######## serial_bus_arbiter ########
**serial_bus_arbiter: placed standard cells**

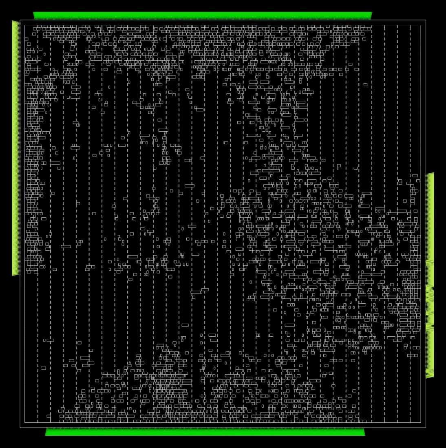

### config.mk
export PLATFORM = sky130hd
export DESIGN_NAME = serial_bus_arbiter
export DESIGN_NICKNAME = d
export VERILOG_FILES = /design/src/rtl/serial_bus_arbiter.sv
export SDC_FILE = /design/constraint.sdc
export NUM_CORES = 1
export LEC_CHECK = 0
export CORE_AREA = 5 5 431 433
export DETAILED_ROUTE_END_ITERATION = 10
export DIE_AREA = 0 0 436 438
export GPL_TIMING_DRIVEN = 0
export SLEW_MARGIN = 25
export SYNTH_ARGS = -nofsm -noshare
export SYNTH_HDL_FRONTEND = slang
export SYNTH_SLANG_ARGS = --single-unit
### constraint.sdc
create_clock -name clock -period 6.83 [get_ports clock]
set_input_delay 1.0245 -clock clock [delete_from_list [all_inputs] [get_ports clock]]
set_output_delay 1.0245 -clock clock [all_outputs]
set_load 0.05 [all_outputs]
### src/rtl/serial_bus_arbiter.sv
// Round-robin arbitrated single-wire serial bus master.
// Frames: start bit, source id, destination, payload, then a serially generated CRC.
module serial_bus_arbiter #(
  parameter int unsigned N_NODES = 16,
  parameter int unsigned DATA_W = 64,
  parameter int unsigned ADDR_W = 4,
  parameter int unsigned SRC_W = 4,
  parameter int unsigned CRC_W = 4,
  parameter logic [CRC_W-1:0] CRC_POLY = 4'h3
) (
  input  logic                       clock,
  input  logic                       reset_n,
  input  logic [N_NODES-1:0]         req,
  input  logic [N_NODES*DATA_W-1:0]  data_in,
  input  logic [N_NODES*ADDR_W-1:0]  addr_in,
  output logic [N_NODES-1:0]         grant,
  output logic                       bus_show,
  output logic                       bus_busy,
  output logic                       frame_done
);

  localparam int unsigned MAX_AD = (ADDR_W > DATA_W) ? ADDR_W : DATA_W;
  localparam int unsigned MAX_SC = (SRC_W > CRC_W) ? SRC_W : CRC_W;
  localparam int unsigned MAX_W  = (MAX_AD > MAX_SC) ? MAX_AD : MAX_SC;
  localparam int unsigned CNT_W  = (MAX_W > 1) ? $clog2(MAX_W) : 1;

  typedef enum logic [2:0] {IDLE, START, SRC, DST, DATA, CRC, GAP} state_t;

  state_t              state, state_nx;
  logic [CNT_W-1:0]    cnt, cnt_nx;
  logic [SRC_W-1:0]    ptr, ptr_nx;
  logic [SRC_W-1:0]    src_id, src_id_nx;
  logic [SRC_W-1:0]    src_sh, src_sh_nx;
  logic [ADDR_W-1:0]   addr_sh, addr_sh_nx;
  logic [DATA_W-1:0]   data_sh, data_sh_nx;
  logic [CRC_W-1:0]    crc, crc_nx;

  logic [2*N_NODES-1:0] req_dbl;
  logic [N_NODES-1:0]   req_rot;
  logic                 found, hit;
  int unsigned          off, win_sum;
  logic [SRC_W-1:0]     win;
  logic [DATA_W-1:0]    data_pick;
  logic [ADDR_W-1:0]    addr_pick;

  function automatic logic [CRC_W-1:0] crc_step(input logic [CRC_W-1:0] c, input logic b);
    logic fb;
    fb = b ^ c[CRC_W-1];
    return (c << 1) ^ (fb ? CRC_POLY : '0);
  endfunction

  // Rotate requests so the pointer sits at bit 0, take the lowest set bit, rotate back.
  always_comb begin
    req_dbl = {req, req};
    req_rot = N_NODES'(req_dbl >> ptr);
    found   = |req_rot;
    hit     = 1'b0;
    off     = 0;
    for (int unsigned i = 0; i < N_NODES; i++) begin
      if (req_rot[i] && !hit) begin
        hit = 1'b1;
        off = i;
      end
    end
    win_sum = int'(ptr) + off;
    if (win_sum >= N_NODES) win_sum = win_sum - N_NODES;
    win = SRC_W'(win_sum);
  end

  always_comb begin
    data_pick = '0;
    addr_pick = '0;
    for (int unsigned i = 0; i < N_NODES; i++) begin
      if (win == SRC_W'(i)) begin
        data_pick = data_in[i*DATA_W +: DATA_W];
        addr_pick = addr_in[i*ADDR_W +: ADDR_W];
      end
    end
  end

  always_ff @(posedge clock or negedge reset_n) begin
    if (!reset_n) begin
      state   <= IDLE;
      cnt     <= '0;
      ptr     <= '0;
      src_id  <= '0;
      src_sh  <= '0;
      addr_sh <= '0;
      data_sh <= '0;
      crc     <= '0;
    end else begin
      state   <= state_nx;
      cnt     <= cnt_nx;
      ptr     <= ptr_nx;
      src_id  <= src_id_nx;
      src_sh  <= src_sh_nx;
      addr_sh <= addr_sh_nx;
      data_sh <= data_sh_nx;
      crc     <= crc_nx;
    end
  end

  // Each field shifts its MSB onto the line; the CRC absorbs the bit being shown.
  always_comb begin
    state_nx   = state;
    cnt_nx     = cnt;
    ptr_nx     = ptr;
    src_id_nx  = src_id;
    src_sh_nx  = src_sh;
    addr_sh_nx = addr_sh;
    data_sh_nx = data_sh;
    crc_nx     = crc;
    case (state)
      IDLE, GAP: begin
        if (found) begin
          state_nx   = START;
          src_id_nx  = win;
          src_sh_nx  = win;
          addr_sh_nx = addr_pick;
          data_sh_nx = data_pick;
          crc_nx     = '0;
        end else begin
          state_nx = IDLE;
        end
      end
      START: begin
        state_nx = SRC;
        cnt_nx   = CNT_W'(SRC_W - 1);
      end
      SRC: begin
        crc_nx    = crc_step(crc, src_sh[SRC_W-1]);
        src_sh_nx = src_sh << 1;
        if (cnt == '0) begin
          state_nx = DST;
          cnt_nx   = CNT_W'(ADDR_W - 1);
        end else begin
          cnt_nx = cnt - 1'b1;
        end
      end
      DST: begin
        crc_nx     = crc_step(crc, addr_sh[ADDR_W-1]);
        addr_sh_nx = addr_sh << 1;
        if (cnt == '0) begin
          state_nx = DATA;
          cnt_nx   = CNT_W'(DATA_W - 1);
        end else begin
          cnt_nx = cnt - 1'b1;
        end
      end
      DATA: begin
        crc_nx     = crc_step(crc, data_sh[DATA_W-1]);
        data_sh_nx = data_sh << 1;
        if (cnt == '0) begin
          state_nx = CRC;
          cnt_nx   = CNT_W'(CRC_W - 1);
        end else begin
          cnt_nx = cnt - 1'b1;
        end
      end
      CRC: begin
        crc_nx = crc << 1;
        if (cnt == '0) begin
          state_nx = GAP;
          ptr_nx   = (src_id == SRC_W'(N_NODES - 1)) ? '0 : src_id + 1'b1;
        end else begin
          cnt_nx = cnt - 1'b1;
        end
      end
      default: state_nx = IDLE;
    endcase
  end

  always_comb begin
    bus_show = 1'b0;
    case (state)
      START:   bus_show = 1'b1;
      SRC:     bus_show = src_sh[SRC_W-1];
      DST:     bus_show = addr_sh[ADDR_W-1];
      DATA:    bus_show = data_sh[DATA_W-1];
      CRC:     bus_show = crc[CRC_W-1];
      default: bus_show = 1'b0;
    endcase
  end

  assign bus_busy   = (state != IDLE) && (state != GAP);
  assign frame_done = (state == GAP);

  always_comb begin
    grant = '0;
    for (int unsigned i = 0; i < N_NODES; i++) begin
      grant[i] = bus_busy && (src_id == SRC_W'(i));
    end
  end

endmodule

######## stream_demux_1_to_2 ########
$ cat src/rtl/stream_demux_1_to_2.sv
// stream_demux_1_to_2
// Routes each input beat to out0 or out1 according to in_sel. Each output
// has its own 2-entry FIFO, so a stalled consumer only blocks beats headed
// to it. Per-port saturating counters track delivered beats.
module stream_demux_1_to_2 #(
  parameter int DATA_WIDTH = 32,
  parameter int CNT_WIDTH  = 16
) (
  input  logic                  clk,
  input  logic                  rst_n,
  input  logic [DATA_WIDTH-1:0] in_data,
  input  logic                  in_sel,
  input  logic                  in_valid,
  output logic                  in_ready,
  output logic [DATA_WIDTH-1:0] out0_data,
  output logic                  out0_valid,
  input  logic                  out0_ready,
  output logic [DATA_WIDTH-1:0] out1_data,
  output logic                  out1_valid,
  input  logic                  out1_ready,
  output logic [CNT_WIDTH-1:0]  cnt0,
  output logic [CNT_WIDTH-1:0]  cnt1
);

  logic [1:0]            port_ready;
  logic [1:0]            port_valid;
  logic [1:0]            port_full;
  logic [DATA_WIDTH-1:0] port_data [2];
  logic [CNT_WIDTH-1:0]  port_cnt  [2];

  assign port_ready = {out1_ready, out0_ready};

  // Accept depends only on the selected FIFO's registered full flag, so
  // out*_ready never reaches in_ready combinationally.
  assign in_ready = rst_n & ~port_full[in_sel];

  genvar g;
  for (g = 0; g < 2; g++) begin : g_port
    logic [DATA_WIDTH-1:0] mem0;
    logic [DATA_WIDTH-1:0] mem1;
    logic                  wr_ptr;
    logic                  rd_ptr;
    logic [1:0]            occ;
    logic [CNT_WIDTH-1:0]  cnt;
    logic                  push;
    logic                  pop;

    assign push = in_valid & in_ready & (in_sel == 1'(g));
    assign pop  = (occ != 2'd0) & port_ready[g];

    // FIFO storage, pointers and occupancy; reset clears storage so the
    // outputs read zero while rst_n is low.
    always_ff @(posedge clk or negedge rst_n) begin
      if (!rst_n) begin
        mem0   <= '0;
        mem1   <= '0;
        wr_ptr <= 1'b0;
        rd_ptr <= 1'b0;
        occ    <= 2'd0;
      end else begin
        if (push) begin
          if (wr_ptr) mem1 <= in_data;
          else        mem0 <= in_data;
          wr_ptr <= ~wr_ptr;
        end
        if (pop) rd_ptr <= ~rd_ptr;
        case ({push, pop})
          2'b10:   occ <= occ + 2'd1;
          2'b01:   occ <= occ - 2'd1;
          default: occ <= occ;
        endcase
      end
    end

    // Delivered-beat counter, holds at all-ones instead of wrapping.
    always_ff @(posedge clk or negedge rst_n) begin
      if (!rst_n)                 cnt <= '0;
      else if (pop && cnt != '1)  cnt <= cnt + 1'b1;
    end

    assign port_valid[g] = (occ != 2'd0);
    assign port_full[g]  = (occ == 2'd2);
    assign port_data[g]  = rd_ptr ? mem1 : mem0;
    assign port_cnt[g]   = cnt;
  end

  assign out0_data  = port_data[0];
  assign out1_data  = port_data[1];
  assign out0_valid = port_valid[0];
  assign out1_valid = port_valid[1];
  assign cnt0       = port_cnt[0];
  assign cnt1       = port_cnt[1];

endmodule

$ cat config.mk
export PLATFORM = sky130hd
export DESIGN_NAME = stream_demux_1_to_2
export DESIGN_NICKNAME = d
export VERILOG_FILES = /design/src/rtl/stream_demux_1_to_2.sv
export SDC_FILE = /design/constraint.sdc
export NUM_CORES = 1
export LEC_CHECK = 0
export ABC_CLOCK_PERIOD_IN_PS = 3100
export CORE_MARGIN = 2
export CORE_UTILIZATION = 50
export CTS_BUF_LIST = sky130_fd_sc_hd__clkbuf_8
export DETAILED_ROUTE_END_ITERATION = 12
export GPL_ROUTABILITY_DRIVEN = 0
export GPL_TIMING_DRIVEN = 0
export PLACE_DENSITY_LB_ADDON = 0.1
export SLEW_MARGIN = 20
export SYNTH_ARGS = -nofsm -noshare
export SYNTH_HDL_FRONTEND = slang
export SYNTH_SLANG_ARGS = --single-unit
$ cat constraint.sdc
create_clock -name clk -period 3.1 [get_ports clk]
set_clock_uncertainty 0.1 [all_clocks]
set_input_delay 0.775 -clock clk [delete_from_list [all_inputs] [get_ports clk]]
set_output_delay 0.775 -clock clk [all_outputs]
set_load 0.01 [all_outputs]
**stream_demux_1_to_2: wires at chosen ports, followed through buffers**

Drawn at 2 px/µm.
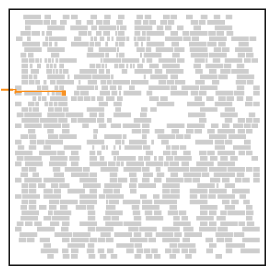
out0_valid -> orange  # bits 1, direction output, edge left, end cells 1, buffers 1, wire 32.3 µm
IO Port Bufs: 136
count of boundary I/O pins: 137

**stream_demux_1_to_2: wiring by layer**

Drawn at 4 px/µm. Only two layers are drawn.
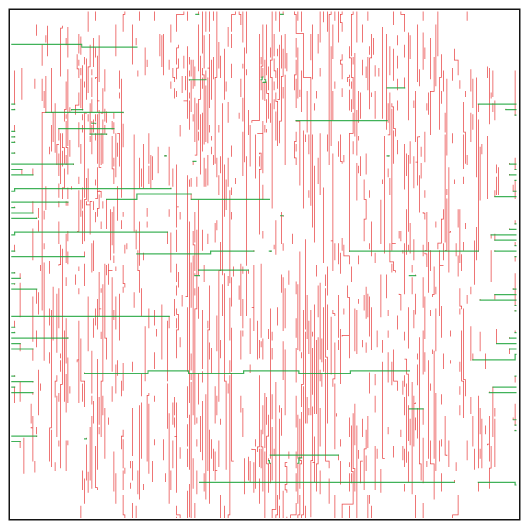
met3 -> green  # wire length 747 µm
met2 -> red  # wire length 7,830 µm
DR vias: 4,695
Routed WL: 16.0 mm

==> notes.md, stream_demux_1_to_2 <==
Results of the run.

Sequential cells placed in the final layout were counted as 168. The total power density per cell area is 1010 nW/µm². Listed in order, past its start point the critical path passes clkdlybuf4s50_1 -> nand3b_1 -> o211a_1 -> clkdlybuf4s50_1. In the final layout, the clock buffer count is 18. The synthesized netlist has a Yosys-reported chip area of ~7600 µm². Power attributed to the clock group is 1.68 mW. The clock H-tree reported by CTS has 4 levels. The most numerous cell type found on the critical path is sky130_fd_sc_hd__clkdlybuf4s50_1. The worst-case setup slack after placement is -0.308 ns.

The post-detailed-placement cell area is 9230 µm². The floorplan core density is 0.505. Once iteration 0 of detailed routing completed, the report listed 202 DRC markers. Max-slew check failures listed in the final report amount to 0. The final instance area is 9750 µm². In this run, power in combinational logic comes to 4.39 mW.

Power attributed to sequential cells is 3.73 mW. In this run, placement finished with an instance count of 846. The share of total power dissipated in the clock network is 0.171. The multi-input gate share of total cell area is 0.331. The tally of OpenROAD warnings is 26. The number of fillers in the final layout is ~1,200.

The multiplexer area fraction after synthesis is 0.303. The start of the worst register-to-register path is cnt0[0]. The via count of the first global-routing pass came to approximately 5,100. The peak supply drop is 0.579 mV.

By area, the combinational part of the netlist is dominated by multiplexers. The flow ran to the end, and the final reports show no timing, DRC or antenna violations. Setup total negative slack on the finished layout was measured at 0 ns. After detailed routing, the met2 layer carries 7.82 mm of wire.

The script computed the net switching share of total power as 0.303. TritonCTS built the clock tree. The critical path starts at in_sel. The core footprint is approximately 15,000 µm². The share of flip-flops with an asynchronous set or reset after synthesis is 1.00.

The maximum frequency from static timing analysis is 333 MHz. CTS added clock buffers totalling 17. In this run the clock root is driven by a sky130_fd_sc_hd__clkbuf_8. The capture point of the worst path is in_ready.
**serial_bus_arbiter: wiring by layer**

Drawn at 1 px/µm. Only two layers are drawn.
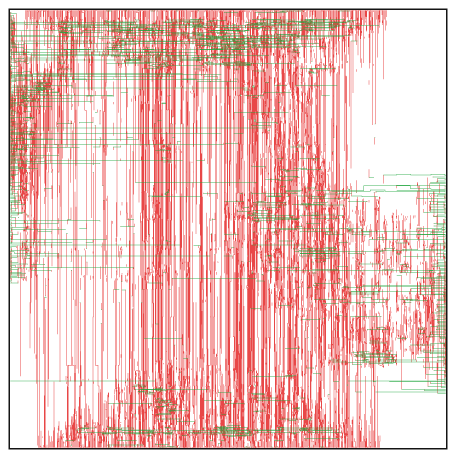
met2 -> red  # wire length 130 mm
met3 -> green  # wire length 19,700 µm
routed wirelength normalized by instance count: 47.3 µm
global-route usage over all layers: 0.265
DR vias: 25,800
Routed WL: 267 mm

**serial_bus_arbiter: I/O pins on the die edge**

Drawn at 1 px/µm. Pins as bars across the die edge, other pins in grey.
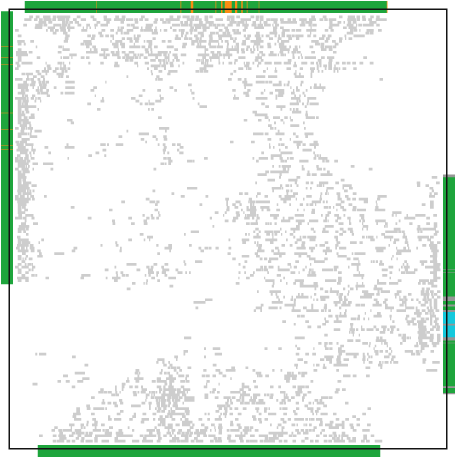
data_in -> green  # pins 1,024, direction input, edge 367 bottom, 340 top, 193 left, 124 right
addr_in -> orange  # pins 64, direction input, edge 53 top, 7 left, 4 bottom
req -> cyan  # pins 16, direction input, edge right
all pins by edge = 393 top, 371 bottom, 200 left, 161 right
IO Port Bufs: 1,124
floorplan die width: 436 µm
vertical die dimension: 438 µm

About 'placed standard cells' of serial_bus_arbiter:
total number of placement rows: 157
flop share of the area: 0.0735

==> notes.md, serial_bus_arbiter <==
Results of the run.

The run finished, with violations left. The final reports fail on setup timing. The HPWL after detailed placement is ~240 mm. Looking at the area split, the leading class of cells is non-clock buffers. The peak supply drop is 0.112 mV. The synthesized design contains 0 enable-type register cells. Entering global routing, the biggest net connects roughly 63 pins. The max-slew headroom at the worst pin is 0.310.

The clock tree from TritonCTS is built. The final setup violation count is 1. The root buffer cell chosen for the clock tree is sky130_fd_sc_hd__clkbuf_16. In this run, the synthesized area fraction spent on adder and majority cells is recorded as 0.0101.

Per the run summary, max-cap violations total 0. The overall overflow remaining after global route is 0. The congestion estimate from routability-driven global placement came to 0.932.

In the final layout, the registers with the most flip-flops are data_sh: 64 flops, cnt: 6 flops. The capture point of the worst path is data_sh[45]. The share of the Yosys chip area taken by registers is 0.161. The minimum setup slack in the final design is -0.0518 ns. The count of state elements after synthesis is between 90 and 100. Once layout is complete, the utilization of the core stands at 0.174.

Of the cells placed in the final design, the portion with a size suffix greater than 1 is 0.148. The via count of the first global-routing pass was 24,900. The critical path contains buffers and inverters numbering 5 combined. The power report puts the net switching power at 1.31 mW.

The violation count after the first detailed-routing iteration is 3,137.

No activity file was given, so power comes from the tool's default toggle rates.
